# design 1

Design 1, routing congestion:
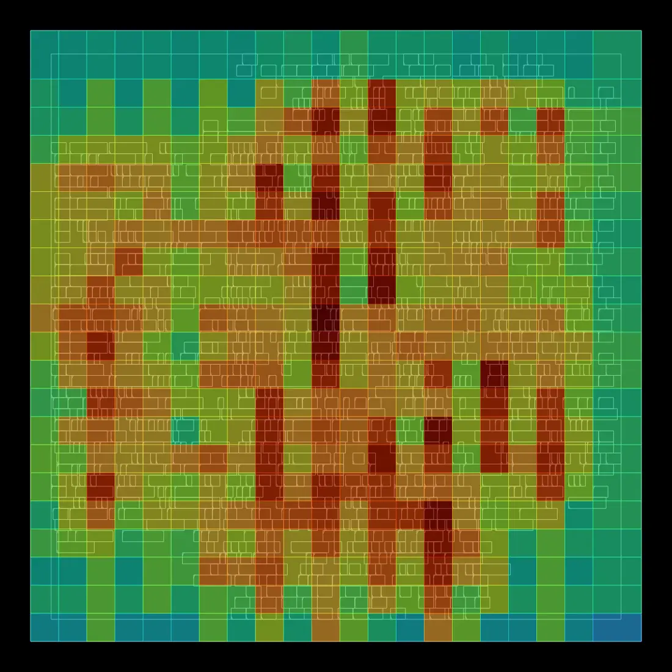
$ cat src/rtl/rle_decode.sv
// rle_decode: expands a (count, byte) run-length frame from port-A SRAM and writes the plaintext back into the same SRAM.
module rle_decode #(
   parameter int ADDR_W = 16,
   parameter int CNT_W  = 32
) (
   input  logic              clk,
   input  logic              reset,
   input  logic              start,
   input  logic [31:0]       rle_addr,
   input  logic [31:0]       rle_size,
   input  logic [31:0]       message_addr,
   output logic [CNT_W-1:0]  message_size,
   output logic              done,
   output logic              port_A_clk,
   output logic [ADDR_W-1:0] port_A_addr,
   output logic              port_A_we,
   output logic [31:0]       port_A_data_in,
   input  logic [31:0]       port_A_data_out
);
   typedef enum logic [2:0] {IDLE, RD_REQ, RD_CAP, EXPAND, WRITE, FLUSH, FIN} state_t;
   state_t            state_q, state_d;
   logic [ADDR_W-1:0] rptr_q, rptr_d, wptr_q, wptr_d;
   logic [31:0]       rem_q, rem_d, word_q, word_d, pack_q, pack_d;
   logic [7:0]        cnt_q, cnt_d;
   logic              idx_q, idx_d, two_q, two_d, exh_q, exh_d, done_q, done_d;
   logic [CNT_W-1:0]  msize_q, msize_d;
   logic [1:0]        lane;
   logic [7:0]        cur_byte;
   logic              last_pair, adv;
   state_t            after;
   logic              unused_bits;
   assign unused_bits = ^{rle_addr[31:ADDR_W], message_addr[31:ADDR_W]};
   assign lane      = msize_q[1:0];
   assign cur_byte  = idx_q ? word_q[31:24] : word_q[15:8];
   assign last_pair = idx_q || !two_q;
   assign adv       = cnt_q <= 8'd1;
   assign after     = (rem_q != 32'd0) ? RD_REQ : FLUSH;
   always_comb begin
      state_d = state_q;
      rptr_d  = rptr_q;
      wptr_d  = wptr_q;
      rem_d   = rem_q;
      word_d  = word_q;
      pack_d  = pack_q;
      cnt_d   = cnt_q;
      idx_d   = idx_q;
      two_d   = two_q;
      exh_d   = exh_q;
      msize_d = msize_q;
      done_d  = done_q;
      case (state_q)
         IDLE: if (start) begin
            rptr_d  = rle_addr[ADDR_W-1:0];
            wptr_d  = message_addr[ADDR_W-1:0];
            rem_d   = rle_size;
            msize_d = '0;
            done_d  = 1'b0;
            pack_d  = '0;
            state_d = (rle_size == 32'd0) ? FIN : RD_REQ;
         end
         RD_REQ: state_d = RD_CAP;
         RD_CAP: begin
            word_d  = port_A_data_out;
            cnt_d   = port_A_data_out[7:0];
            idx_d   = 1'b0;
            two_d   = rem_q >= 32'd4;
            rem_d   = (rem_q >= 32'd4) ? rem_q - 32'd4 : 32'd0;
            rptr_d  = rptr_q + ADDR_W'(4);
            state_d = EXPAND;
         end
         EXPAND: begin
            if (cnt_q != 8'd0) begin
               pack_d  = pack_q | ({24'd0, cur_byte} << {lane, 3'b000});
               msize_d = msize_q + CNT_W'(1);
               cnt_d   = cnt_q - 8'd1;
            end
            if (adv && !last_pair) begin
               idx_d = 1'b1;
               cnt_d = word_q[23:16];
            end
            exh_d   = adv && last_pair;
            state_d = (cnt_q != 8'd0 && lane == 2'd3) ? WRITE : (adv && last_pair) ? after : EXPAND;
         end
         WRITE: begin
            wptr_d  = wptr_q + ADDR_W'(4);
            pack_d  = '0;
            state_d = exh_q ? after : EXPAND;
         end
         FLUSH: state_d = FIN;
         FIN: begin
            done_d  = 1'b1;
            state_d = IDLE;
         end
         default: state_d = IDLE;
      endcase
   end
   always_ff @(posedge clk or posedge reset) begin
      if (reset) begin
         state_q <= IDLE;
         rptr_q  <= '0;
         wptr_q  <= '0;
         rem_q   <= '0;
         word_q  <= '0;
         pack_q  <= '0;
         cnt_q   <= '0;
         idx_q   <= 1'b0;
         two_q   <= 1'b0;
         exh_q   <= 1'b0;
         msize_q <= '0;
         done_q  <= 1'b0;
      end else begin
         state_q <= state_d;
         rptr_q  <= rptr_d;
         wptr_q  <= wptr_d;
         rem_q   <= rem_d;
         word_q  <= word_d;
         pack_q  <= pack_d;
         cnt_q   <= cnt_d;
         idx_q   <= idx_d;
         two_q   <= two_d;
         exh_q   <= exh_d;
         msize_q <= msize_d;
         done_q  <= done_d;
      end
   end
   // Writes are decoded from state so an async reset drops we in the same cycle.
   assign port_A_we      = (state_q == WRITE) || (state_q == FLUSH && lane != 2'd0);
   assign port_A_addr    = port_A_we ? wptr_q : rptr_q;
   assign port_A_data_in = pack_q;
   assign port_A_clk     = clk;
   assign message_size   = msize_q;
   assign done           = done_q;
endmodule

$ cat config.mk
export PLATFORM = sky130hd
export DESIGN_NAME = rle_decode
export DESIGN_NICKNAME = d
export VERILOG_FILES = /design/src/rtl/rle_decode.sv
export SDC_FILE = /design/constraint.sdc
export NUM_CORES = 1
export LEC_CHECK = 0
export CAP_MARGIN = 30
export CORE_MARGIN = 5
export CORE_UTILIZATION = 45
export DETAILED_ROUTE_END_ITERATION = 6
export GPL_TIMING_DRIVEN = 0
export PLACE_DENSITY = 0.74
export SLEW_MARGIN = 10
export SYNTH_ARGS = -nofsm -noshare
export SYNTH_HDL_FRONTEND = slang
export SYNTH_SLANG_ARGS = --single-unit
$ cat constraint.sdc
create_clock -name clk -period 9.1 [get_ports clk]
set_input_delay 1.82 -clock clk [delete_from_list [all_inputs] [get_ports clk]]
set_output_delay 1.82 -clock clk [all_outputs]
set_load 0.02 [all_outputs]
==> impl_metrics.env <==
# flow metrics
export IMPL_post_dp_hpwl_um=21100
export IMPL_adder_share_pct=1.14
export IMPL_final_cell_mix="nand2_1 (195), clkdlybuf4s50_1 (181), dfrtp_1 (167)"
export IMPL_grt_overflow=0
export IMPL_place_area_um2=11000
export IMPL_grt_pass1_vias=8648
export IMPL_ir_worst_vdd_v=0.000189
export IMPL_drt_pass1_iter_count=5
export IMPL_met2_usage_pct=40.3
export IMPL_comb_area_um2=4340
export IMPL_gp_congestion=0.964
export IMPL_tool_warnings=65
export IMPL_status="finished, final reports clean"
export IMPL_dr_wl_met3_um=3090
export IMPL_yosysMostFrequentCell="nand2_1"
export IMPL_r2r_cells=7
export IMPL_min_path_cells=2
export IMPL_syn_inst=1024
export IMPL_grt_max_degree=116
export IMPL_top_power_group="combinational cells"
export IMPL_drt_met1_wl_um=12000
export IMPL_drt_iter0_drc=843
export IMPL_synth_ff_latch_count=167
export IMPL_p_switching_mw=1.68
export IMPL_tightest_slew_ps=993
export IMPL_die_w_um=150
export IMPL_routed_top_layer="met4"
export IMPL_ctsResizeCount=0
export IMPL_crit_path_start_kind="clock port"
About 'routing congestion' of design 1:
grt met1 use: 34.3%
WL per Instance: 19.4 µm
Total Routing Usage GR: 26.5%
final design utilization: 60.3%
met3 usage in global routing: 9.39%

[worst register-to-register path, cell delays in order, from the launching register on]
cell      delay (ps)
dfrtp_1          360
buf_2            170
clkbuf_1         220
nor4b_1          460
clkbuf_1         480
clkbuf_1         620
buf_1            590
o221ai_1         200
[metrics by stage]
step           instances  util (%)  power [mW]
2_1_floorplan       1024         -        2.36
3_3_place_gp        1470      56.4        3.01
3_5_place_dp        1474      56.7        3.06
4_1_cts             1509      60.3        3.90
5_1_grt             1510      60.3        4.17
6_report            1510      60.3        3.92

# design 2

Design 2, I/O nets highlighted:
Drawn at 6 px/µm.
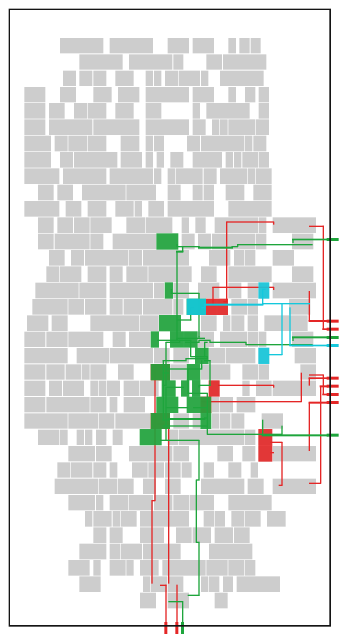
Design 2, routing congestion:
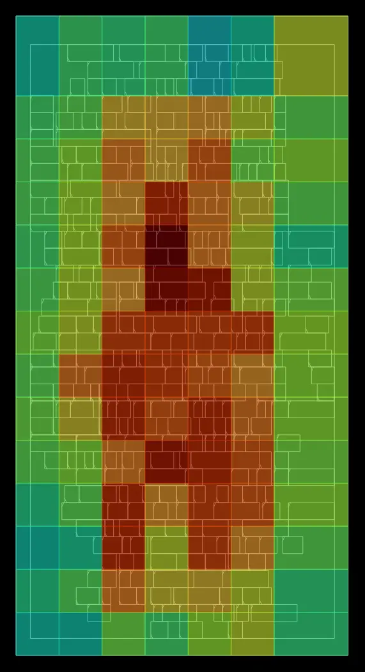
**src/rtl/tqvp_gera_gray_pkg.sv**
```systemverilog
// tqvp_gera_gray_pkg: register map, FSM encoding, status bits and Gray decoding shared by the Gray reader.
package tqvp_gera_gray_pkg;
    localparam logic [3:0] ADDR_CTRL   = 4'h0;
    localparam logic [3:0] ADDR_POS    = 4'h1;
    localparam logic [3:0] ADDR_RAW    = 4'h2;
    localparam logic [3:0] ADDR_REV    = 4'h3;
    localparam logic [3:0] ADDR_STATUS = 4'h4;
    localparam logic [3:0] ADDR_ERRCNT = 4'h5;
    localparam int CTRL_EN    = 0;
    localparam int CTRL_INV   = 1;
    localparam int CTRL_CLR   = 7;
    localparam int STAT_VALID = 0;
    localparam int STAT_CHG   = 1;
    localparam int STAT_ERR   = 2;
    localparam int STAT_DIR   = 3;
    typedef enum logic [1:0] {ST_IDLE, ST_INIT, ST_TRACK} state_e;
    // Bits above w are masked off, so each binary bit is the XOR of all Gray bits at or above it.
    function automatic logic [7:0] gray2bin(input logic [7:0] g, input int w);
        logic [7:0] b;
        b = g & ((8'd1 << w) - 8'd1);
        for (int i = 6; i >= 0; i--) b[i] = b[i] ^ b[i + 1];
        return b;
    endfunction
endpackage

```
**src/rtl/tqvp_gera_gray_filter.sv**
```systemverilog
// tqvp_gera_gray_filter: glitch filter; stable_o is high while din_i has held for FILT_LEN consecutive samples.
module tqvp_gera_gray_filter #(
    parameter int GRAY_W   = 6,
    parameter int FILT_LEN = 4
) (
    input  logic              clk,
    input  logic              rst_n,
    input  logic              en_i,
    input  logic [GRAY_W-1:0] din_i,
    output logic              stable_o,
    output logic [GRAY_W-1:0] sample_o
);
    logic [GRAY_W-1:0] sample_q;
    logic [3:0]        cnt_q, cnt_d;
    always_comb begin
        cnt_d    = (din_i != sample_q) ? 4'd1 : (cnt_q == 4'(FILT_LEN)) ? cnt_q : cnt_q + 4'd1;
        stable_o = en_i && cnt_d == 4'(FILT_LEN);
        sample_o = din_i;
    end
    always_ff @(posedge clk) begin
        if (!rst_n) begin
            sample_q <= '0;
            cnt_q    <= '0;
        end else begin
            sample_q <= din_i;
            cnt_q    <= en_i ? cnt_d : 4'd0;
        end
    end
endmodule

```
**src/rtl/tqvp_gera_gray_reader.sv**
```systemverilog
// tqvp_gera_gray_reader: filtered absolute Gray position reader with step, direction and error tracking.
// Define GRAY_READER_REV_EN to build the revolution counter; otherwise REV reads 0x00.
module tqvp_gera_gray_reader
    import tqvp_gera_gray_pkg::*;
#(
    parameter int GRAY_W   = 6,
    parameter int FILT_LEN = 4
) (
    input  logic       clk,
    input  logic       rst_n,
    input  logic [7:0] ui_in,
    output logic [7:0] uo_out,
    input  logic [3:0] address,
    input  logic       data_write,
    input  logic [7:0] data_in,
    output logic [7:0] data_out
);
    state_e            state_q, state_d;
    logic              en_q, en_d, inv_q, inv_d, chg_q, chg_d, err_q, err_d, dir_q, dir_d;
    logic [GRAY_W-1:0] pos_q, pos_d, raw_q, raw_d, sample, new_pos, delta;
    logic [7:0]        errcnt_q, errcnt_d, rev, pos8, status;
    logic              ctrl_wr, stat_wr, clr, stable, accept, track_acc;
    logic              step_up, step_dn, legal, illegal, up, valid;
    logic              unused_bits;

    assign unused_bits = ^{ui_in[7:GRAY_W], data_in[6:3]};
    assign ctrl_wr = data_write && address == ADDR_CTRL;
    assign stat_wr = data_write && address == ADDR_STATUS;
    assign clr     = ctrl_wr && data_in[CTRL_CLR];
    assign en_d    = ctrl_wr ? data_in[CTRL_EN] : en_q;
    assign inv_d   = ctrl_wr ? data_in[CTRL_INV] : inv_q;

    tqvp_gera_gray_filter #(.GRAY_W(GRAY_W), .FILT_LEN(FILT_LEN)) u_filter (
        .clk      (clk),
        .rst_n    (rst_n),
        .en_i     (en_q),
        .din_i    (ui_in[GRAY_W-1:0]),
        .stable_o (stable),
        .sample_o (sample)
    );

    always_ff @(posedge clk) begin
        if (!rst_n) state_q <= ST_IDLE;
        else        state_q <= state_d;
    end
    // State follows the EN value being written so it always agrees with en_q.
    always_comb begin
        state_d = !en_d ? ST_IDLE :
                  clr ? ST_INIT :
                  (state_q == ST_IDLE) ? ST_INIT :
                  (state_q == ST_INIT && accept) ? ST_TRACK : state_q;
    end
    always_comb begin
        valid = state_q == ST_TRACK;
    end

    assign accept    = stable && state_q != ST_IDLE && (state_q == ST_INIT || sample != raw_q);
    assign track_acc = accept && state_q == ST_TRACK;
    assign new_pos   = GRAY_W'(gray2bin(8'(sample), GRAY_W));
    assign delta     = new_pos - pos_q;
    assign step_up   = delta == GRAY_W'(1);
    assign step_dn   = &delta;
    assign legal     = step_up || step_dn;
    assign illegal   = track_acc && !legal;
    assign up        = inv_q ? step_dn : step_up;

    always_comb begin
        pos_d    = accept ? new_pos : pos_q;
        raw_d    = accept ? sample : raw_q;
        chg_d    = clr ? 1'b0 : track_acc ? 1'b1 : (stat_wr && data_in[STAT_CHG]) ? 1'b0 : chg_q;
        err_d    = clr ? 1'b0 : illegal ? 1'b1 : (stat_wr && data_in[STAT_ERR]) ? 1'b0 : err_q;
        dir_d    = clr ? 1'b0 : (track_acc && legal) ? !up : dir_q;
        errcnt_d = clr ? 8'd0 : (illegal && errcnt_q != 8'hFF) ? errcnt_q + 8'd1 : errcnt_q;
    end

    always_ff @(posedge clk) begin
        if (!rst_n) begin
            en_q     <= 1'b0;
            inv_q    <= 1'b0;
            pos_q    <= '0;
            raw_q    <= '0;
            chg_q    <= 1'b0;
            err_q    <= 1'b0;
            dir_q    <= 1'b0;
            errcnt_q <= '0;
        end else begin
            en_q     <= en_d;
            inv_q    <= inv_d;
            pos_q    <= pos_d;
            raw_q    <= raw_d;
            chg_q    <= chg_d;
            err_q    <= err_d;
            dir_q    <= dir_d;
            errcnt_q <= errcnt_d;
        end
    end

`ifdef GRAY_READER_REV_EN
    logic [7:0] rev_q, rev_d;
    logic       wrap_up, wrap_dn;
    // Wraps count by raw code direction; INV only flips the sign.
    assign wrap_up = track_acc && step_up && &pos_q;
    assign wrap_dn = track_acc && step_dn && pos_q == '0;
    always_comb begin
        rev_d = clr ? 8'd0 :
                wrap_up ? (inv_q ? rev_q - 8'd1 : rev_q + 8'd1) :
                wrap_dn ? (inv_q ? rev_q + 8'd1 : rev_q - 8'd1) : rev_q;
    end
    always_ff @(posedge clk) begin
        if (!rst_n) rev_q <= '0;
        else        rev_q <= rev_d;
    end
    assign rev = rev_q;
`else
    assign rev = 8'd0;
`endif

    assign pos8   = 8'(pos_q);
    assign uo_out = {err_q, chg_q, pos8[5:0]};
    always_comb begin
        status             = '0;
        status[STAT_VALID] = valid;
        status[STAT_CHG]   = chg_q;
        status[STAT_ERR]   = err_q;
        status[STAT_DIR]   = dir_q;
        case (address)
            ADDR_CTRL:   data_out = {6'd0, inv_q, en_q};
            ADDR_POS:    data_out = pos8;
            ADDR_RAW:    data_out = 8'(raw_q);
            ADDR_REV:    data_out = rev;
            ADDR_STATUS: data_out = status;
            ADDR_ERRCNT: data_out = errcnt_q;
            default:     data_out = 8'd0;
        endcase
    end
endmodule

```
**config.mk**
```make
export PLATFORM = sky130hd
export DESIGN_NAME = tqvp_gera_gray_reader
export DESIGN_NICKNAME = d
export VERILOG_FILES = /design/src/rtl/tqvp_gera_gray_pkg.sv /design/src/rtl/tqvp_gera_gray_filter.sv /design/src/rtl/tqvp_gera_gray_reader.sv
export SDC_FILE = /design/constraint.sdc
export NUM_CORES = 1
export LEC_CHECK = 0
export CORE_ASPECT_RATIO = 2
export CORE_MARGIN = 2
export CORE_UTILIZATION = 48
export DETAILED_ROUTE_END_ITERATION = 12
export GPL_ROUTABILITY_DRIVEN = 1
export PLACE_DENSITY = 0.76
export SLEW_MARGIN = 10
export SYNTH_ARGS = -nofsm -noshare
export SYNTH_HDL_FRONTEND = slang
export SYNTH_SLANG_ARGS = --single-unit
```
**constraint.sdc**
```tcl
create_clock -name clk -period 3.9 [get_ports clk]
set_clock_uncertainty 0.05 [all_clocks]
set_input_delay 0.78 -clock clk [delete_from_list [all_inputs] [get_ports clk]]
set_output_delay 0.78 -clock clk [all_outputs]
set_load 0.05 [all_outputs]
```
==> impl_metrics.env <==
# flow metrics
export IMPL_status="finished, final reports clean"
export IMPL_synth_ff_latch_count=36
export IMPL_clock_cell_area_share_pct=3.52
export IMPL_seq_area_um2=721
export IMPL_die_w_um=53.3
export IMPL_n_clock_buffer=5
export IMPL_synth_seq_share_pct=31.0
export IMPL_avgSynthCellArea_um2=8.50
export IMPL_final_core_util_pct=68.2
export IMPL_routed_top_layer="met4"
export IMPL_combinationalPower_mw=0.261
export IMPL_tap_cells=55
export IMPL_die_area_um2=5460
export IMPL_nNonClkBuffers=62
export IMPL_met2_usage_pct=48.1
export IMPL_drt_total_wl_um=6240
export IMPL_antenna_found_initial=0
export IMPL_p_leak_nw=1.18
export IMPL_fin_nets=365
export IMPL_fin_tns_setup_ps=0
export IMPL_p_clk_share_pct=34.7
export IMPL_seq_power_mw=0.373
export IMPL_synthMuxAreaShare_pct=7.90
export IMPL_gp_congestion=0.865
export IMPL_post_dp_hpwl_um=4650
Notes on 'I/O nets highlighted' of design 2 above:
color	port	bits	direction	end cells	buffers	wire
cyan	`data_write`	1	input	3	1	44.8 µm
red	`data_out`	8	output	8	8	222 µm
green	`address`	4	input	19	5	271 µm

Notes on 'routing congestion' of design 2 above:
WL per Instance: 16.0 µm
Total Routing Usage GR: 25.3%
met3 usage in global routing: 4.35%
grt met1 use: 24.5%
Most Crowded Layer GR: met2

[final timing paths]
path | cells past startpoint | slack [ps] | to | from
setup reg to reg | 9 | 1210 | errcnt_q[7] | u_filter.cnt_q[0]
hold / removal | 2 | 450 | u_filter.cnt_q[0] | en_q
hold reg to reg | 2 | 450 | u_filter.cnt_q[0] | en_q
setup / recovery | 15 | 160 | errcnt_q[4] | ui_in[3]
[stage by stage]
stage	std cells	hold WS [ps]
6_report	389	452
5_1_grt	389	473
4_1_cts	388	461
3_5_place_dp	376	443
3_3_place_gp	376	432
2_1_floorplan	274	395

# design 3

===== src/rtl/lane_striper_n.sv =====
// lane_striper_n: gathers a transmit byte stream into lane groups of
// 2^link_width bytes and presents each completed group on per-lane
// outputs with a ready/valid handshake. While the link is inactive, bytes
// bypass the striper and appear on the recirculation port one cycle later.
//
// Optional feature macro: STRIPE_PAD_EN
//   defined   - a partial group left behind when 'active' drops is padded
//               with PAD and emitted as a full group of the latched width.
//   undefined - a partial group is discarded when 'active' drops.
module lane_striper_n #(
    parameter int WIDTH = 8,
    parameter int LANES_LOG2 = 2,
    parameter logic [WIDTH-1:0] PAD = 8'hF7,
    localparam int LANES = 1 << LANES_LOG2
) (
    input  logic                     clk4f,
    input  logic                     reset,
    input  logic                     active,
    input  logic [LANES_LOG2:0]      link_width,
    input  logic [WIDTH-1:0]         in_data,
    input  logic                     in_valid,
    output logic                     in_ready,
    output logic [LANES*WIDTH-1:0]   out_data,
    output logic [LANES-1:0]         out_valid,
    input  logic                     out_ready,
    output logic [WIDTH-1:0]         recir_data,
    output logic                     recir_valid
);

    // Counters and widths share one size so that a lane count of LANES
    // (one more than the largest pointer) is representable.
    localparam int CW = LANES_LOG2 + 1;

    logic [LANES-1:0][WIDTH-1:0] asm_q, asm_d;
    logic [CW-1:0]               ptr_q, ptr_d;
    logic [CW-1:0]               curW_q, curW_d;
    logic [LANES-1:0][WIDTH-1:0] outData_q, outData_d;
    logic [LANES-1:0]            outValid_q, outValid_d;
    logic                        outFull_q, outFull_d;
    logic [WIDTH-1:0]            recirData_q, recirData_d;
    logic                        recirValid_q, recirValid_d;

    logic                        flushPending;
`ifdef STRIPE_PAD_EN
    logic                        flushPending_q, flushPending_d;
    assign flushPending = flushPending_q;
`else
    logic [WIDTH-1:0]            unusedPad;
    assign flushPending = 1'b0;
    assign unusedPad    = PAD;
`endif

    logic [CW-1:0]               clampW;
    logic [CW-1:0]               effW;
    logic [CW-1:0]               laneCount;
    logic [CW-1:0]               lastIdx;
    logic                        lastSlot;
    logic                        outFree;
    logic [LANES-1:0]            laneMask;
    logic                        accept;
    logic [LANES-1:0][WIDTH-1:0] groupData;

    // Width of the group being assembled: a fresh group picks up the
    // clamped link width, a group already in progress keeps its width.
    always_comb begin
        clampW    = (link_width > CW'(LANES_LOG2)) ? CW'(LANES_LOG2) : link_width;
        effW      = ((ptr_q == '0) && !flushPending) ? clampW : curW_q;
        laneCount = CW'(1) << effW;
        lastIdx   = laneCount - CW'(1);
        lastSlot  = (ptr_q == lastIdx);
        outFree   = !outFull_q || out_ready;
        laneMask  = '0;
        for (int i = 0; i < LANES; i++) begin
            laneMask[i] = (CW'(i) < laneCount);
        end
        if (reset) begin
            in_ready = 1'b0;
        end else if (!active) begin
            in_ready = 1'b1;
        end else begin
            in_ready = !flushPending && (!lastSlot || outFree);
        end
        accept = active && in_valid && in_ready;
    end

    // Group as it would look if the incoming byte completed it: earlier
    // slots from the assembly register, the current slot from the input,
    // everything else (including lanes beyond the width) forced to zero.
    always_comb begin
        groupData = '0;
        for (int i = 0; i < LANES; i++) begin
            if (laneMask[i]) begin
                if (CW'(i) < ptr_q) begin
                    groupData[i] = asm_q[i];
                end else if (CW'(i) == ptr_q) begin
                    groupData[i] = in_data;
                end
            end
        end
    end

    // Next-state logic for assembly, output holding register and the
    // recirculation register.
    always_comb begin
        asm_d        = asm_q;
        ptr_d        = ptr_q;
        curW_d       = effW;
        outData_d    = outData_q;
        outValid_d   = outValid_q;
        outFull_d    = outFull_q;
        recirData_d  = recirData_q;
        recirValid_d = 1'b0;
`ifdef STRIPE_PAD_EN
        flushPending_d = flushPending_q;
`endif

        if (!active) begin
            recirValid_d = in_valid;
            if (in_valid) begin
                recirData_d = in_data;
            end
            ptr_d = '0;
`ifdef STRIPE_PAD_EN
            if (ptr_q != '0) begin
                for (int i = 0; i < LANES; i++) begin
                    if (CW'(i) >= ptr_q) begin
                        asm_d[i] = PAD;
                    end
                end
                flushPending_d = 1'b1;
            end
`endif
        end else if (accept) begin
            if (lastSlot) begin
                ptr_d = '0;
            end else begin
                ptr_d = ptr_q + CW'(1);
                for (int i = 0; i < LANES; i++) begin
                    if (CW'(i) == ptr_q) begin
                        asm_d[i] = in_data;
                    end
                end
            end
        end

        if (outFull_q && out_ready) begin
            outFull_d  = 1'b0;
            outValid_d = '0;
        end

        if (accept && lastSlot) begin
            outData_d  = groupData;
            outValid_d = laneMask;
            outFull_d  = 1'b1;
        end

`ifdef STRIPE_PAD_EN
        if (flushPending_q && outFree) begin
            for (int i = 0; i < LANES; i++) begin
                outData_d[i] = laneMask[i] ? asm_q[i] : '0;
            end
            outValid_d     = laneMask;
            outFull_d      = 1'b1;
            flushPending_d = 1'b0;
        end
`endif
    end

    // State registers; reset discards any partial and held group at once.
    always_ff @(posedge clk4f or posedge reset) begin
        if (reset) begin
            asm_q          <= '0;
            ptr_q          <= '0;
            curW_q         <= '0;
            outData_q      <= '0;
            outValid_q     <= '0;
            outFull_q      <= 1'b0;
            recirData_q    <= '0;
            recirValid_q   <= 1'b0;
`ifdef STRIPE_PAD_EN
            flushPending_q <= 1'b0;
`endif
        end else begin
            asm_q          <= asm_d;
            ptr_q          <= ptr_d;
            curW_q         <= curW_d;
            outData_q      <= outData_d;
            outValid_q     <= outValid_d;
            outFull_q      <= outFull_d;
            recirData_q    <= recirData_d;
            recirValid_q   <= recirValid_d;
`ifdef STRIPE_PAD_EN
            flushPending_q <= flushPending_d;
`endif
        end
    end

    assign out_data    = outData_q;
    assign out_valid   = outValid_q;
    assign recir_data  = recirData_q;
    assign recir_valid = recirValid_q;

endmodule


===== config.mk =====
export PLATFORM = sky130hd
export DESIGN_NAME = lane_striper_n
export DESIGN_NICKNAME = d
export VERILOG_FILES = /design/src/rtl/lane_striper_n.sv
export SDC_FILE = /design/constraint.sdc
export NUM_CORES = 1
export LEC_CHECK = 0
export CAP_MARGIN = 20
export CORE_MARGIN = 4
export CORE_UTILIZATION = 50
export CTS_CLUSTER_DIAMETER = 80
export DETAILED_ROUTE_END_ITERATION = 8
export PLACE_DENSITY = 0.83
export SYNTH_ARGS = -nofsm -noshare
export SYNTH_HDL_FRONTEND = slang
export SYNTH_SLANG_ARGS = --single-unit

===== constraint.sdc =====
create_clock -name clk4f -period 5.7 [get_ports clk4f]
set_input_delay 0.855 -clock clk4f [delete_from_list [all_inputs] [get_ports clk4f]]
set_output_delay 0.855 -clock clk4f [all_outputs]
set_load 0.05 [all_outputs]

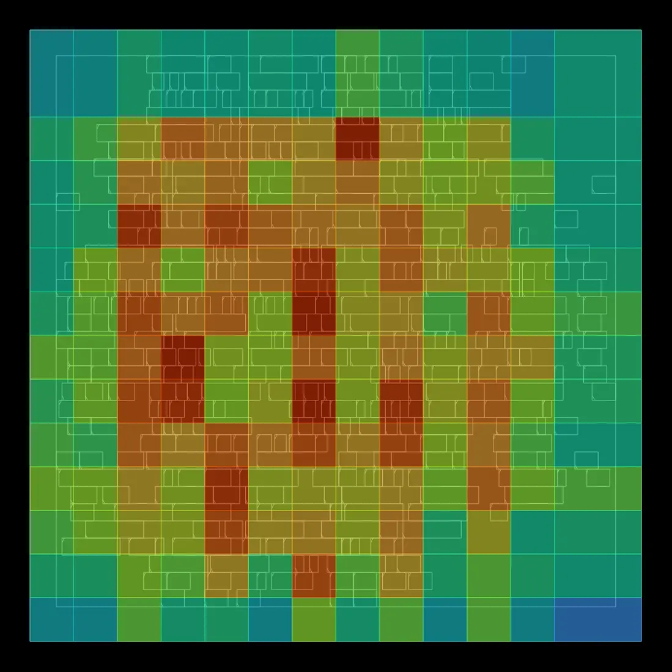
Design 3: routing congestion
Most Crowded Layer GR: met2
grt met1 use: 27.7%
Total Routing Usage GR: 20.1%
final design utilization: 61.9%
met3 usage in global routing: 4.42%

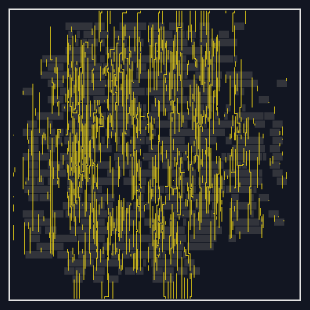
Design 3: the metal 2 layer
Drawn at 3 px/µm.
longest straight run	49.0 µm
wire length on this layer	4320 µm
nets with wire on the layer	376
vias post-DR: 2874
routing usage on met2: 32.6%
total wire length: 8760 µm

==> impl_metrics.env <==
# flow metrics
export IMPL_status="finished, final reports clean"
export IMPL_maxSlewHeadroom_pct=47.2
export IMPL_cap_violations=0
export IMPL_grt_pass1_vias=2832
export IMPL_insertion_delay_ps=340
export IMPL_nNonClkBuffers=63
export IMPL_p_total_mw=1.44
export IMPL_pg_clk_mw=0.404
export IMPL_post_cts_buffers=0
export IMPL_r2r_start="ptr_q[0]"
export IMPL_clkTransAtPathRegs_ps=80
export IMPL_p_sw_share_pct=30.8
export IMPL_initCoreUtil_pct=51.0
export IMPL_required_ps=4850
export IMPL_cts_buffers=9
export IMPL_crit_cells=13
export IMPL_root_buffer="clkbuf_8"
export IMPL_setup_viol=0
export IMPL_synth_distinct_cells=43
export IMPL_avgSynthCellArea_um2=11.2
export IMPL_fin_cells=513
export IMPL_grt_overflow=0
export IMPL_wire_per_inst_um=17.1
export IMPL_nNonClkInverters=5
export IMPL_n_clock_buffer=11
export IMPL_crit_chain="inv_1 -> ha_1 -> and2b_4 -> mux2_4 -> nand2b_1 -> ha_1 -> xor2_1 -> nor2_1 -> o2bb2ai_2 -> o21ai_4 -> nor2_1 -> a21oi_1 -> clkdlybuf4s50_1"
export IMPL_gp_congestion=0.870
export IMPL_end_kind="output pin"
export IMPL_tool_warnings=29
export IMPL_rows=32
export IMPL_lay_top_count="dfrtp_1"
export IMPL_fp_nets=372
export IMPL_num_fill_cells=649
export IMPL_drt_met1_wl_um=3670
export IMPL_synth_top_cell_by_area="dfrtp_1"
export IMPL_yosysWarnings=0
export IMPL_critPathCapture="in_ready"
export IMPL_clock_cell_area_share_pct=3.86
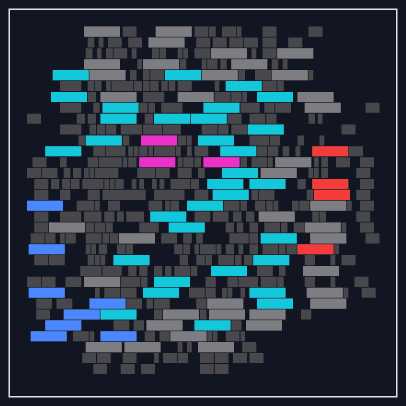
Design 3: where the registers sit
Drawn at 4 px/µm. Other sequential cells in the stronger gray, the rest of the logic in the fainter gray.
color	netlist name	flops
cyan	`asm_q`	32
blue	`recir_data`	8
magenta	`ptr_q`	3
red	`out_valid`	4
not colored	37
P_seq: 0.704 mW
Seq/total area: 44.2%
Seq. cell area: 2100 µm²

-- sequential cells by signal, summed over array words and instances, names as in the netlist --
signal and cells:
curW_q 3, ptr_q 3, recir_data 8, asm_q 32
outFull_q 1, out_data 32, recir_valid 1, out_valid 4
-- cell families (layout without fill, tap and decap cells) --
kind of cell	Yosys count	after routing	synth area share (%)
compound gates	82	82	13.3
xor+xnor	2	2	0.447
fa+ha+maj	5	5	1.60
buf+inv	24	84	2.94
flops	84	84	53.6
mux	44	44	13.6
simple gates	110	110	14.6

# design 4

Design 4, routing congestion:
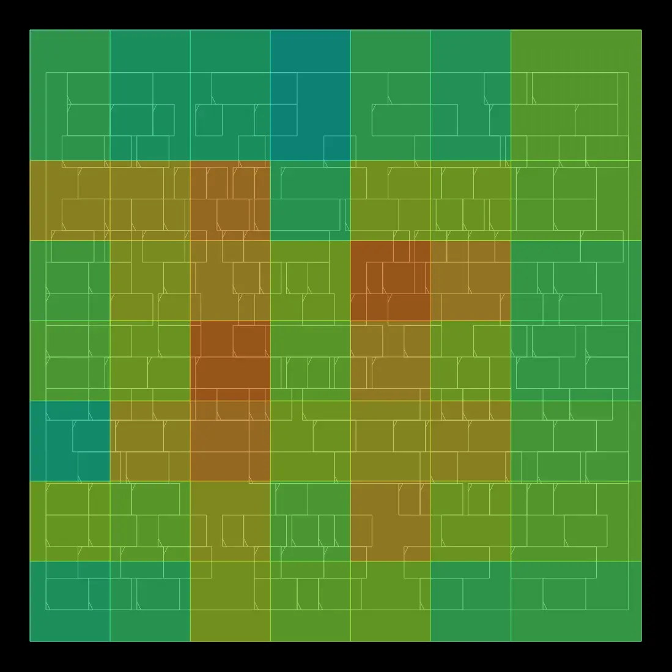
**src/rtl/autobuf_steal_arb.sv**
```systemverilog
// autobuf_steal_arb: autobuffer cycle-steal arbiter for four serial-port channels
// Bit order of all per-channel vectors is {T1,T0,R1,R0}.
module autobuf_steal_arb (
    input  logic        DSPCLK,
    input  logic        RST,
    input  logic        R0req,
    input  logic        R1req,
    input  logic        T0req,
    input  logic        T1req,
    input  logic [3:0]  ABEN,
    input  logic [11:0] ISELcfg,
    input  logic [7:0]  MSELcfg,
    input  logic        STEAL_GNT,
    input  logic        T0wrap,
    input  logic        T1wrap,
    input  logic        R0wrap,
    input  logic        R1wrap,
    input  logic [3:0]  OVFCLR,
    output logic        STEAL_REQ,
    output logic        STEAL_IE1,
    output logic        STEAL_IE2,
    output logic [2:0]  ISEL,
    output logic [1:0]  MSEL,
    output logic        ABRD,
    output logic        ABWR,
    output logic        T0sack,
    output logic        T1sack,
    output logic        R0sack,
    output logic        R1sack,
    output logic [3:0]  ABINT,
    output logic [3:0]  OVF
);
    localparam logic [1:0] S_IDLE = 2'd0, S_ADDR = 2'd1, S_UPD = 2'd2;
    logic [1:0] r_st, w_nst, r_ch, r_msel, w_pri;
    logic [2:0] r_isel;
    logic [3:0] r_pend, r_ovf, r_abint, w_req, w_wrap, w_clr;
    logic       w_grant, w_addr, w_upd;
    assign w_req   = {T1req, T0req, R1req, R0req};
    assign w_wrap  = {T1wrap, T0wrap, R1wrap, R0wrap};
    assign w_addr  = r_st == S_ADDR;
    assign w_upd   = r_st == S_UPD;
    assign w_clr   = w_upd ? 4'b0001 << r_ch : 4'b0000;
    assign w_grant = r_st == S_IDLE && STEAL_GNT && |r_pend;
    assign w_pri   = r_pend[0] ? 2'd0 : r_pend[1] ? 2'd1 : r_pend[2] ? 2'd2 : 2'd3;
    always_ff @(posedge DSPCLK) begin
        if (RST) r_st <= S_IDLE;
        else     r_st <= w_nst;
    end
    always_comb begin
        w_nst = r_st == S_IDLE ? (w_grant ? S_ADDR : S_IDLE) : w_addr ? S_UPD : S_IDLE;
    end
    // A request arriving in its own UPD cycle re-arms pending; OVF set wins over clear.
    always_ff @(posedge DSPCLK) begin
        if (RST) begin
            r_pend  <= '0;
            r_ovf   <= '0;
            r_abint <= '0;
            r_ch    <= '0;
            r_isel  <= '0;
            r_msel  <= '0;
        end else begin
            r_pend  <= ABEN & ((r_pend & ~w_clr) | w_req);
            r_ovf   <= (r_ovf & ~OVFCLR) | (w_req & r_pend & ~w_clr & ABEN);
            r_abint <= w_wrap & ABEN;
            if (w_grant) begin
                r_ch   <= w_pri;
                r_isel <= ISELcfg[3*w_pri +: 3];
                r_msel <= MSELcfg[2*w_pri +: 2];
            end
        end
    end
    always_comb begin
        STEAL_REQ = r_st == S_IDLE && |r_pend;
        STEAL_IE1 = w_addr;
        STEAL_IE2 = w_upd;
        ISEL      = (w_addr || w_upd) ? r_isel : 3'd0;
        MSEL      = (w_addr || w_upd) ? r_msel : 2'd0;
        ABWR      = w_addr && !r_ch[1];
        ABRD      = w_addr && r_ch[1];
        {T1sack, T0sack, R1sack, R0sack} = w_clr;
        ABINT     = r_abint;
        OVF       = r_ovf;
    end
endmodule
```
**config.mk**
```make
export PLATFORM = sky130hd
export DESIGN_NAME = autobuf_steal_arb
export DESIGN_NICKNAME = d
export VERILOG_FILES = /design/src/rtl/autobuf_steal_arb.sv
export SDC_FILE = /design/constraint.sdc
export NUM_CORES = 1
export LEC_CHECK = 0
export ABC_CLOCK_PERIOD_IN_PS = 4540
export CAP_MARGIN = 20
export CORE_UTILIZATION = 39
export CTS_CLUSTER_DIAMETER = 150
export CTS_CLUSTER_SIZE = 40
export DETAILED_ROUTE_END_ITERATION = 10
export PLACE_DENSITY = 0.84
export RECOVER_POWER = 25
export SYNTH_ARGS = -nofsm -noshare
export SYNTH_HDL_FRONTEND = slang
export SYNTH_SLANG_ARGS = --single-unit
export TNS_END_PERCENT = 10
```
**constraint.sdc**
```tcl
create_clock -name DSPCLK -period 4.54 [get_ports DSPCLK]
set_clock_uncertainty 0.15 [all_clocks]
set_input_delay 0.908 -clock DSPCLK [delete_from_list [all_inputs] [get_ports DSPCLK]]
set_output_delay 0.908 -clock DSPCLK [all_outputs]
set_load 0.05 [all_outputs]
```
==> impl_metrics.env <==
# flow metrics
export IMPL_logic_family="simple AND/OR/NAND/NOR gates"
export IMPL_fmaxAchievable_mhz=300
export IMPL_drt_total_wl_um=2530
export IMPL_status="finished, final reports clean"
export IMPL_drt_pass1_iter_count=4
export IMPL_ctsResizeCount=0
export IMPL_core_area_um2=2320
export IMPL_post_route_min_period_ps=3330
export IMPL_postRouteAntennaNets=0
export IMPL_crit_path_max_incr_delay_ps=790
export IMPL_seq_share_pct=25.6
export IMPL_post_cts_buffers=0
export IMPL_worstPathMaxFanout=5
export IMPL_clockBufferDepth=2
export IMPL_met2_length_um=1180
export IMPL_p_per_area_nw_per_um2=239
export IMPL_final_cell_mix="clkdlybuf4s50_1 (59), dfxtp_1 (21), a21oi_1 (15)"
export IMPL_cts_tree="built"
export IMPL_drc=0
export IMPL_edf_count=0
export IMPL_synth_top_cell_by_area="dfxtp_1"
export IMPL_insertion_delay_ps=290
export IMPL_dr_wl_met3_um=281
export IMPL_min_path_cells=2
export IMPL_top_cell_area_share_pct=42.1
export IMPL_hold_viol=0
export IMPL_grt_pass1_vias=933
export IMPL_fin_nets=207
export IMPL_path_class="flip-flop to output pin"
export IMPL_cp_slowest_cell="clkdlybuf4s50_1"
export IMPL_r2r_cells=3
export IMPL_bufAreaShareNonClock_pct=36.6
export IMPL_setup_viol=0
export IMPL_tap_cells=28
export IMPL_lay_top_count="clkdlybuf4s50_1"
export IMPL_largest_cell_class="buffers"
export IMPL_yosys_top_cells_area="dfxtp_1 (42%), a21oi_1 (7.5%), mux2_2 (5.6%)"
export IMPL_rows=17
export IMPL_p_leak_nw=0.627
export IMPL_htree_levels=1
export IMPL_crit_cells=5
export IMPL_cap_violations=0
export IMPL_clkSinkCount=21
export IMPL_num_vias=1002
export IMPL_synthFlopType="dfxtp_1"
export IMPL_die_area_um2=2770
export IMPL_crit_chain="inv_1 -> ha_1 -> or3b_2 -> inv_1 -> clkdlybuf4s50_1"
export IMPL_crit_arrival_ps=2280
export IMPL_synth_ff_latch_count=21
export IMPL_drive_gt1_share_pct=7.32
export IMPL_syn_cell_area_um2=1000
export IMPL_critPathMostFrequentCell="inv_1"
export IMPL_logic_gates=71
export IMPL_p_total_mw=0.393
export IMPL_slew_viol_final=0
export IMPL_track_usage_pct=19.7
export IMPL_antenna_found_initial=0
export IMPL_ir_worst_vdd_v=0.000152
export IMPL_adder_share_pct=3.75
export IMPL_fin_crit_sh_pct=73.5
export IMPL_simple_gate_area_share_pct=23.7
export IMPL_yosysMostFrequentCell="dfxtp_1"
export IMPL_initCoreUtil_pct=43.1
export IMPL_grt_max_degree=22
export IMPL_final_core_util_pct=70.9
export IMPL_root_buffer="clkbuf_4"
export IMPL_clkTransAtPathRegs_ps=110
## Picture notes: 'routing congestion' of design 4
met3 usage in global routing: 3.48%
grt met1 use: 24.4%
Most Crowded Layer GR: met2
WL per Instance: 13.2 µm
routing usage on met2: 34.6%

[power breakdown]
| part | switching, mW | internal (mW) |
|---|---|---|
| Sequential | 0.00900 | 0.194 |
| Combinational | 0.0474 | 0.0569 |
| Clock | 0.0513 | 0.0341 |
[per-stage QoR]
stage	worst slack [ps]	instances
3_3_place_gp	1580	188
3_5_place_dp	1510	188
6_report	1210	192
4_1_cts	1170	192
2_1_floorplan	1770	104
5_1_grt	1090	192
[worst paths after layout]
path | endpoint | slack (ps)
hold / removal | OVF[3] | 320
setup / recovery | R0sack | 1210
hold reg to reg | OVF[3] | 320
setup reg to reg | r_isel[1] | 2800

# design 5

## src/rtl/bus_arbiter_rr.sv

```systemverilog
// -----------------------------------------------------------------------------
// bus_arbiter_rr
//
// Round-robin arbiter and sequencer for the shared 4-source tri-state bus
// (2-to-4 decoder feeding four bufif1 drivers onto a wired net). It grants one
// requester at a time, drives the decoder select/enable, and inserts
// TURN_CYCLES dead cycles between owners so two drivers are never enabled in
// the same cycle.
//
// Optional feature macro: ARB_TIMEOUT_EN
//   When defined, an owner holding the bus for MAX_HOLD consecutive cycles is
//   forced off (one-cycle timeout pulse) and becomes lowest priority.
//   When undefined, an owner keeps the bus for as long as it requests it and
//   timeout is tied low.
//
// Parameters:
//   TURN_CYCLES  dead cycles between consecutive owners (1..15)
//   MAX_HOLD     maximum consecutive grant cycles (2..255), timeout build only
//
// Ports:
//   clk      rising-edge clock
//   rst      asynchronous active-high reset
//   req[3:0] per-source request, held while the source wants/uses the bus
//   grant    registered one-hot grant, 0000 when nobody owns the bus
//   sel      index of current/last owner -> decoder a,b (sel[1]=a, sel[0]=b)
//   bus_en   |grant, gates decoder outputs onto the bufif1 enables
//   busy     high while in GRANT or TURN
//   timeout  one-cycle pulse on a forced release
// -----------------------------------------------------------------------------
module bus_arbiter_rr #(
  parameter int unsigned TURN_CYCLES = 1,
  parameter int unsigned MAX_HOLD    = 16
) (
  input  logic       clk,
  input  logic       rst,
  input  logic [3:0] req,
  output logic [3:0] grant,
  output logic [1:0] sel,
  output logic       bus_en,
  output logic       busy,
  output logic       timeout
);

  typedef enum logic [1:0] {
    IDLE  = 2'd0,
    GRANT = 2'd1,
    TURN  = 2'd2
  } state_t;

  // The counter is loaded with TURN_CYCLES-1 on release; the TURN cycle in
  // which it reads zero is the last dead cycle.
  localparam logic [3:0] TURN_LOAD = 4'(TURN_CYCLES - 1);

  state_t     state_q, state_d;
  logic [3:0] grant_q, grant_d;
  logic [1:0] sel_q, sel_d;
  logic [1:0] last_q, last_d;       // last owner; also the current owner in GRANT
  logic [3:0] turn_cnt_q, turn_cnt_d;
  logic       hold_expired;

  // ---------------------------------------------------------------------------
  // Round-robin search: rotate req so bit 0 corresponds to source last+1,
  // take the lowest set bit, then add the rotation back (mod 4).
  // ---------------------------------------------------------------------------
  logic [7:0] req_dbl;
  logic [3:0] req_rot;
  logic [1:0] rot_offset;
  logic [1:0] winner;
  logic       found;

  always_comb begin
    req_dbl    = {req, req};
    req_rot    = 4'(req_dbl >> ({1'b0, last_q} + 3'd1));
    found      = |req_rot;
    rot_offset = 2'd0;
    if (req_rot[0])      rot_offset = 2'd0;
    else if (req_rot[1]) rot_offset = 2'd1;
    else if (req_rot[2]) rot_offset = 2'd2;
    else if (req_rot[3]) rot_offset = 2'd3;
    winner = last_q + 2'd1 + rot_offset;
  end

  // ---------------------------------------------------------------------------
  // Next-state logic
  // ---------------------------------------------------------------------------
  always_comb begin
    state_d    = state_q;
    grant_d    = grant_q;
    sel_d      = sel_q;
    last_d     = last_q;
    turn_cnt_d = turn_cnt_q;

    case (state_q)
      IDLE: begin
        if (found) begin
          grant_d = 4'b0001 << winner;
          sel_d   = winner;
          last_d  = winner;
          state_d = GRANT;
        end
      end

      GRANT: begin
        // Other requests are ignored while the owner holds the bus. A drop of
        // the owner's request for even one sampled edge counts as a release.
        if (!req[last_q] || hold_expired) begin
          grant_d    = 4'b0000;
          turn_cnt_d = TURN_LOAD;
          state_d    = TURN;
        end
      end

      TURN: begin
        if (turn_cnt_q == 4'd0) begin
          // Arbitrate straight out of the gap so the dead time is exact.
          if (found) begin
            grant_d = 4'b0001 << winner;
            sel_d   = winner;
            last_d  = winner;
            state_d = GRANT;
          end else begin
            state_d = IDLE;
          end
        end else begin
          turn_cnt_d = turn_cnt_q - 4'd1;
        end
      end

      default: begin
        grant_d = 4'b0000;
        state_d = IDLE;
      end
    endcase
  end

  // ---------------------------------------------------------------------------
  // State registers. Last owner resets to 3 so source 0 wins first.
  // ---------------------------------------------------------------------------
  always_ff @(posedge clk or posedge rst) begin
    if (rst) begin
      state_q    <= IDLE;
      grant_q    <= 4'b0000;
      sel_q      <= 2'd0;
      last_q     <= 2'd3;
      turn_cnt_q <= 4'd0;
    end else begin
      state_q    <= state_d;
      grant_q    <= grant_d;
      sel_q      <= sel_d;
      last_q     <= last_d;
      turn_cnt_q <= turn_cnt_d;
    end
  end

`ifdef ARB_TIMEOUT_EN
  // ---------------------------------------------------------------------------
  // Hold counter: zero on the first grant cycle, so after the k-th grant cycle
  // it reads k-1. Expiry therefore fires at the edge ending cycle MAX_HOLD.
  // ---------------------------------------------------------------------------
  localparam logic [7:0] HOLD_LAST = 8'(MAX_HOLD - 1);

  logic [7:0] hold_cnt_q, hold_cnt_d;
  logic       timeout_q, timeout_d;

  assign hold_expired = (state_q == GRANT) && (hold_cnt_q == HOLD_LAST);

  always_comb begin
    hold_cnt_d = 8'd0;
    if (state_q == GRANT) begin
      hold_cnt_d = hold_cnt_q + 8'd1;
    end
    // Only a release with the request still high is a forced one.
    timeout_d = hold_expired && req[last_q];
  end

  always_ff @(posedge clk or posedge rst) begin
    if (rst) begin
      hold_cnt_q <= 8'd0;
      timeout_q  <= 1'b0;
    end else begin
      hold_cnt_q <= hold_cnt_d;
      timeout_q  <= timeout_d;
    end
  end

  assign timeout = timeout_q;
`else
  // MAX_HOLD only matters in the timeout build.
  localparam int unsigned max_hold_unused = MAX_HOLD;

  assign hold_expired = 1'b0;
  assign timeout      = 1'b0;
`endif

  // ---------------------------------------------------------------------------
  // Outputs: all derived from registers, so they move only on edges or reset.
  // ---------------------------------------------------------------------------
  assign grant  = grant_q;
  assign sel    = sel_q;
  assign bus_en = |grant_q;
  assign busy   = (state_q != IDLE);

endmodule

```

## config.mk

```make
export PLATFORM = sky130hd
export DESIGN_NAME = bus_arbiter_rr
export DESIGN_NICKNAME = d
export VERILOG_FILES = /design/src/rtl/bus_arbiter_rr.sv
export SDC_FILE = /design/constraint.sdc
export NUM_CORES = 1
export LEC_CHECK = 0
export CORE_AREA = 5 5 48 50
export DETAILED_ROUTE_END_ITERATION = 8
export DIE_AREA = 0 0 53 55
export PLACE_DENSITY = 0.74
export SLEW_MARGIN = 15
export SYNTH_ARGS = -nofsm -noshare
export SYNTH_HDL_FRONTEND = slang
export SYNTH_SLANG_ARGS = --single-unit
```

## constraint.sdc

```tcl
create_clock -name clk -period 2.48 [get_ports clk]
set_input_delay 0.372 -clock clk [delete_from_list [all_inputs] [get_ports clk]]
set_output_delay 0.372 -clock clk [all_outputs]
set_load 0.01 [all_outputs]
```

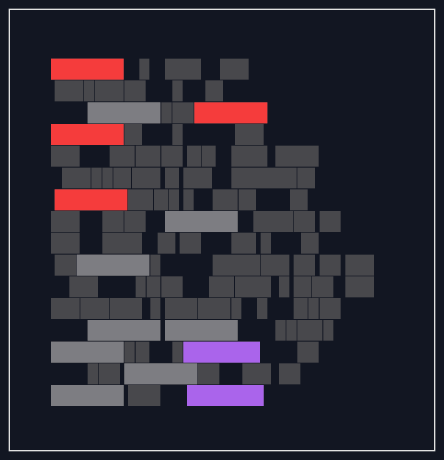
Design 5: where the registers sit
Drawn at 8 px/µm. Other sequential cells in the stronger gray, the rest of the logic in the fainter gray.
color	netlist name	flops
red	`turn_cnt_q`	4
purple	`last_q`	2

==> impl_metrics.env <==
# flow metrics
export IMPL_drt_met1_wl_um=802
export IMPL_crit_chain="clkdlybuf4s50_1 -> nor2_1 -> or4_1 -> and3_1 -> ha_1 -> xnor2_1 -> xnor2_2 -> mux2_2"
export IMPL_path_buffers=1
export IMPL_worstPathMaxFanout=6
export IMPL_drt_pass1_iter_count=4
export IMPL_grt_pass1_vias=758
export IMPL_cap_violations=0
export IMPL_final_core_util_pct=58.8
export IMPL_post_dp_hpwl_um=1370
export IMPL_status="finished, final reports clean"
export IMPL_critical_path_top_delay_family="simple AND/OR/NAND/NOR gates"
export IMPL_largest_cell_class="logic gates"
export IMPL_grt_overflow=0
export IMPL_r2r_start="last_q[0]"
export IMPL_r2r_cells=8
export IMPL_port_buffers=13
export IMPL_tool_warnings=26
export IMPL_p_leak_nw=0.487
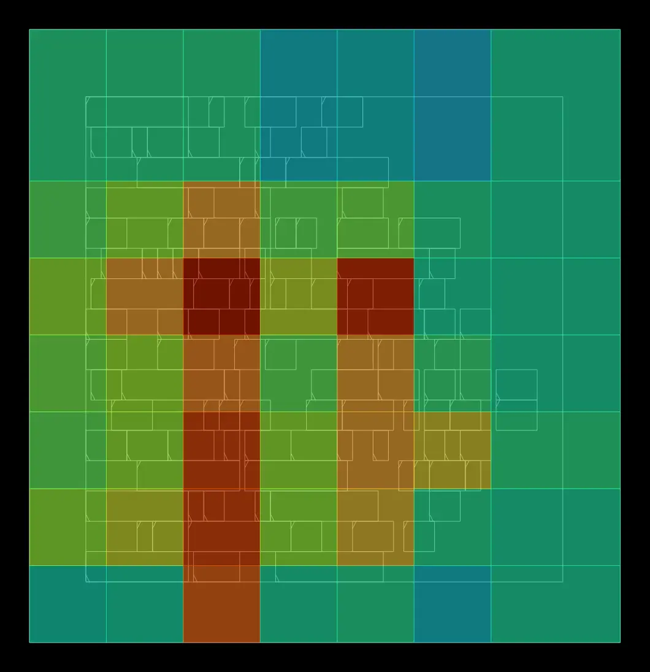
Design 5: routing congestion
met3 usage in global routing: 3.22%
Most Crowded Layer GR: met2

power by group:
part	internal (mW)	switching (mW)
Clock	0.0892	0.0707
Combinational	0.382	0.333
Sequential	0.336	0.113
registers in the layout (all words and copies together), names as in the netlist:
register	cells
last_q	2
state_q	2
sel	2
grant	4
turn_cnt_q	4
logic make-up after synthesis:
family | Yosys count | share of synthesized area [%]
buf+inv | 12 | 7.25
flops | 14 | 40.1
xor+xnor | 4 | 4.84
compound gates | 18 | 16.8
mux | 5 | 7.40
fa+ha+maj | 2 | 2.84
other cells | 1 | 0.426
simple gates | 32 | 20.3


==> screenshots <==
The metal 2 layer.
shot_01.png
Drawn at 4 px/µm.
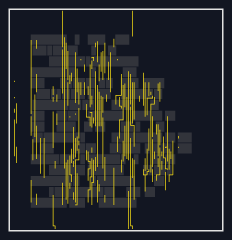
shot_02.png
Drawn at 2 px/µm.
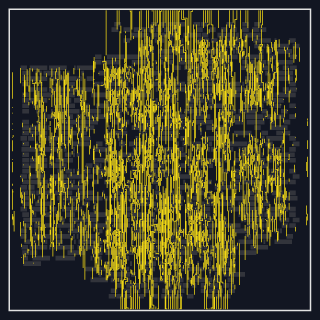
shot_03.png
Drawn at 4 px/µm.
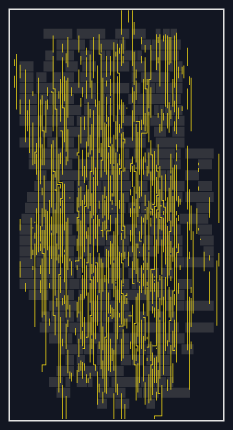
shot_04.png
Drawn at 6 px/µm.
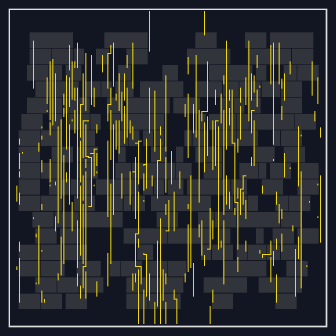
The one with the largest die is shot_02.png.
shot_03.png is design 2.
shot_04.png is design 4.
shot_02.png is design 1.
shot_01.png is design 5.

Key to shot_03.png:
nets with wire on the layer	319
main direction	vertical

Power figures rest on the tool's default switching activity, not on a simulated workload.
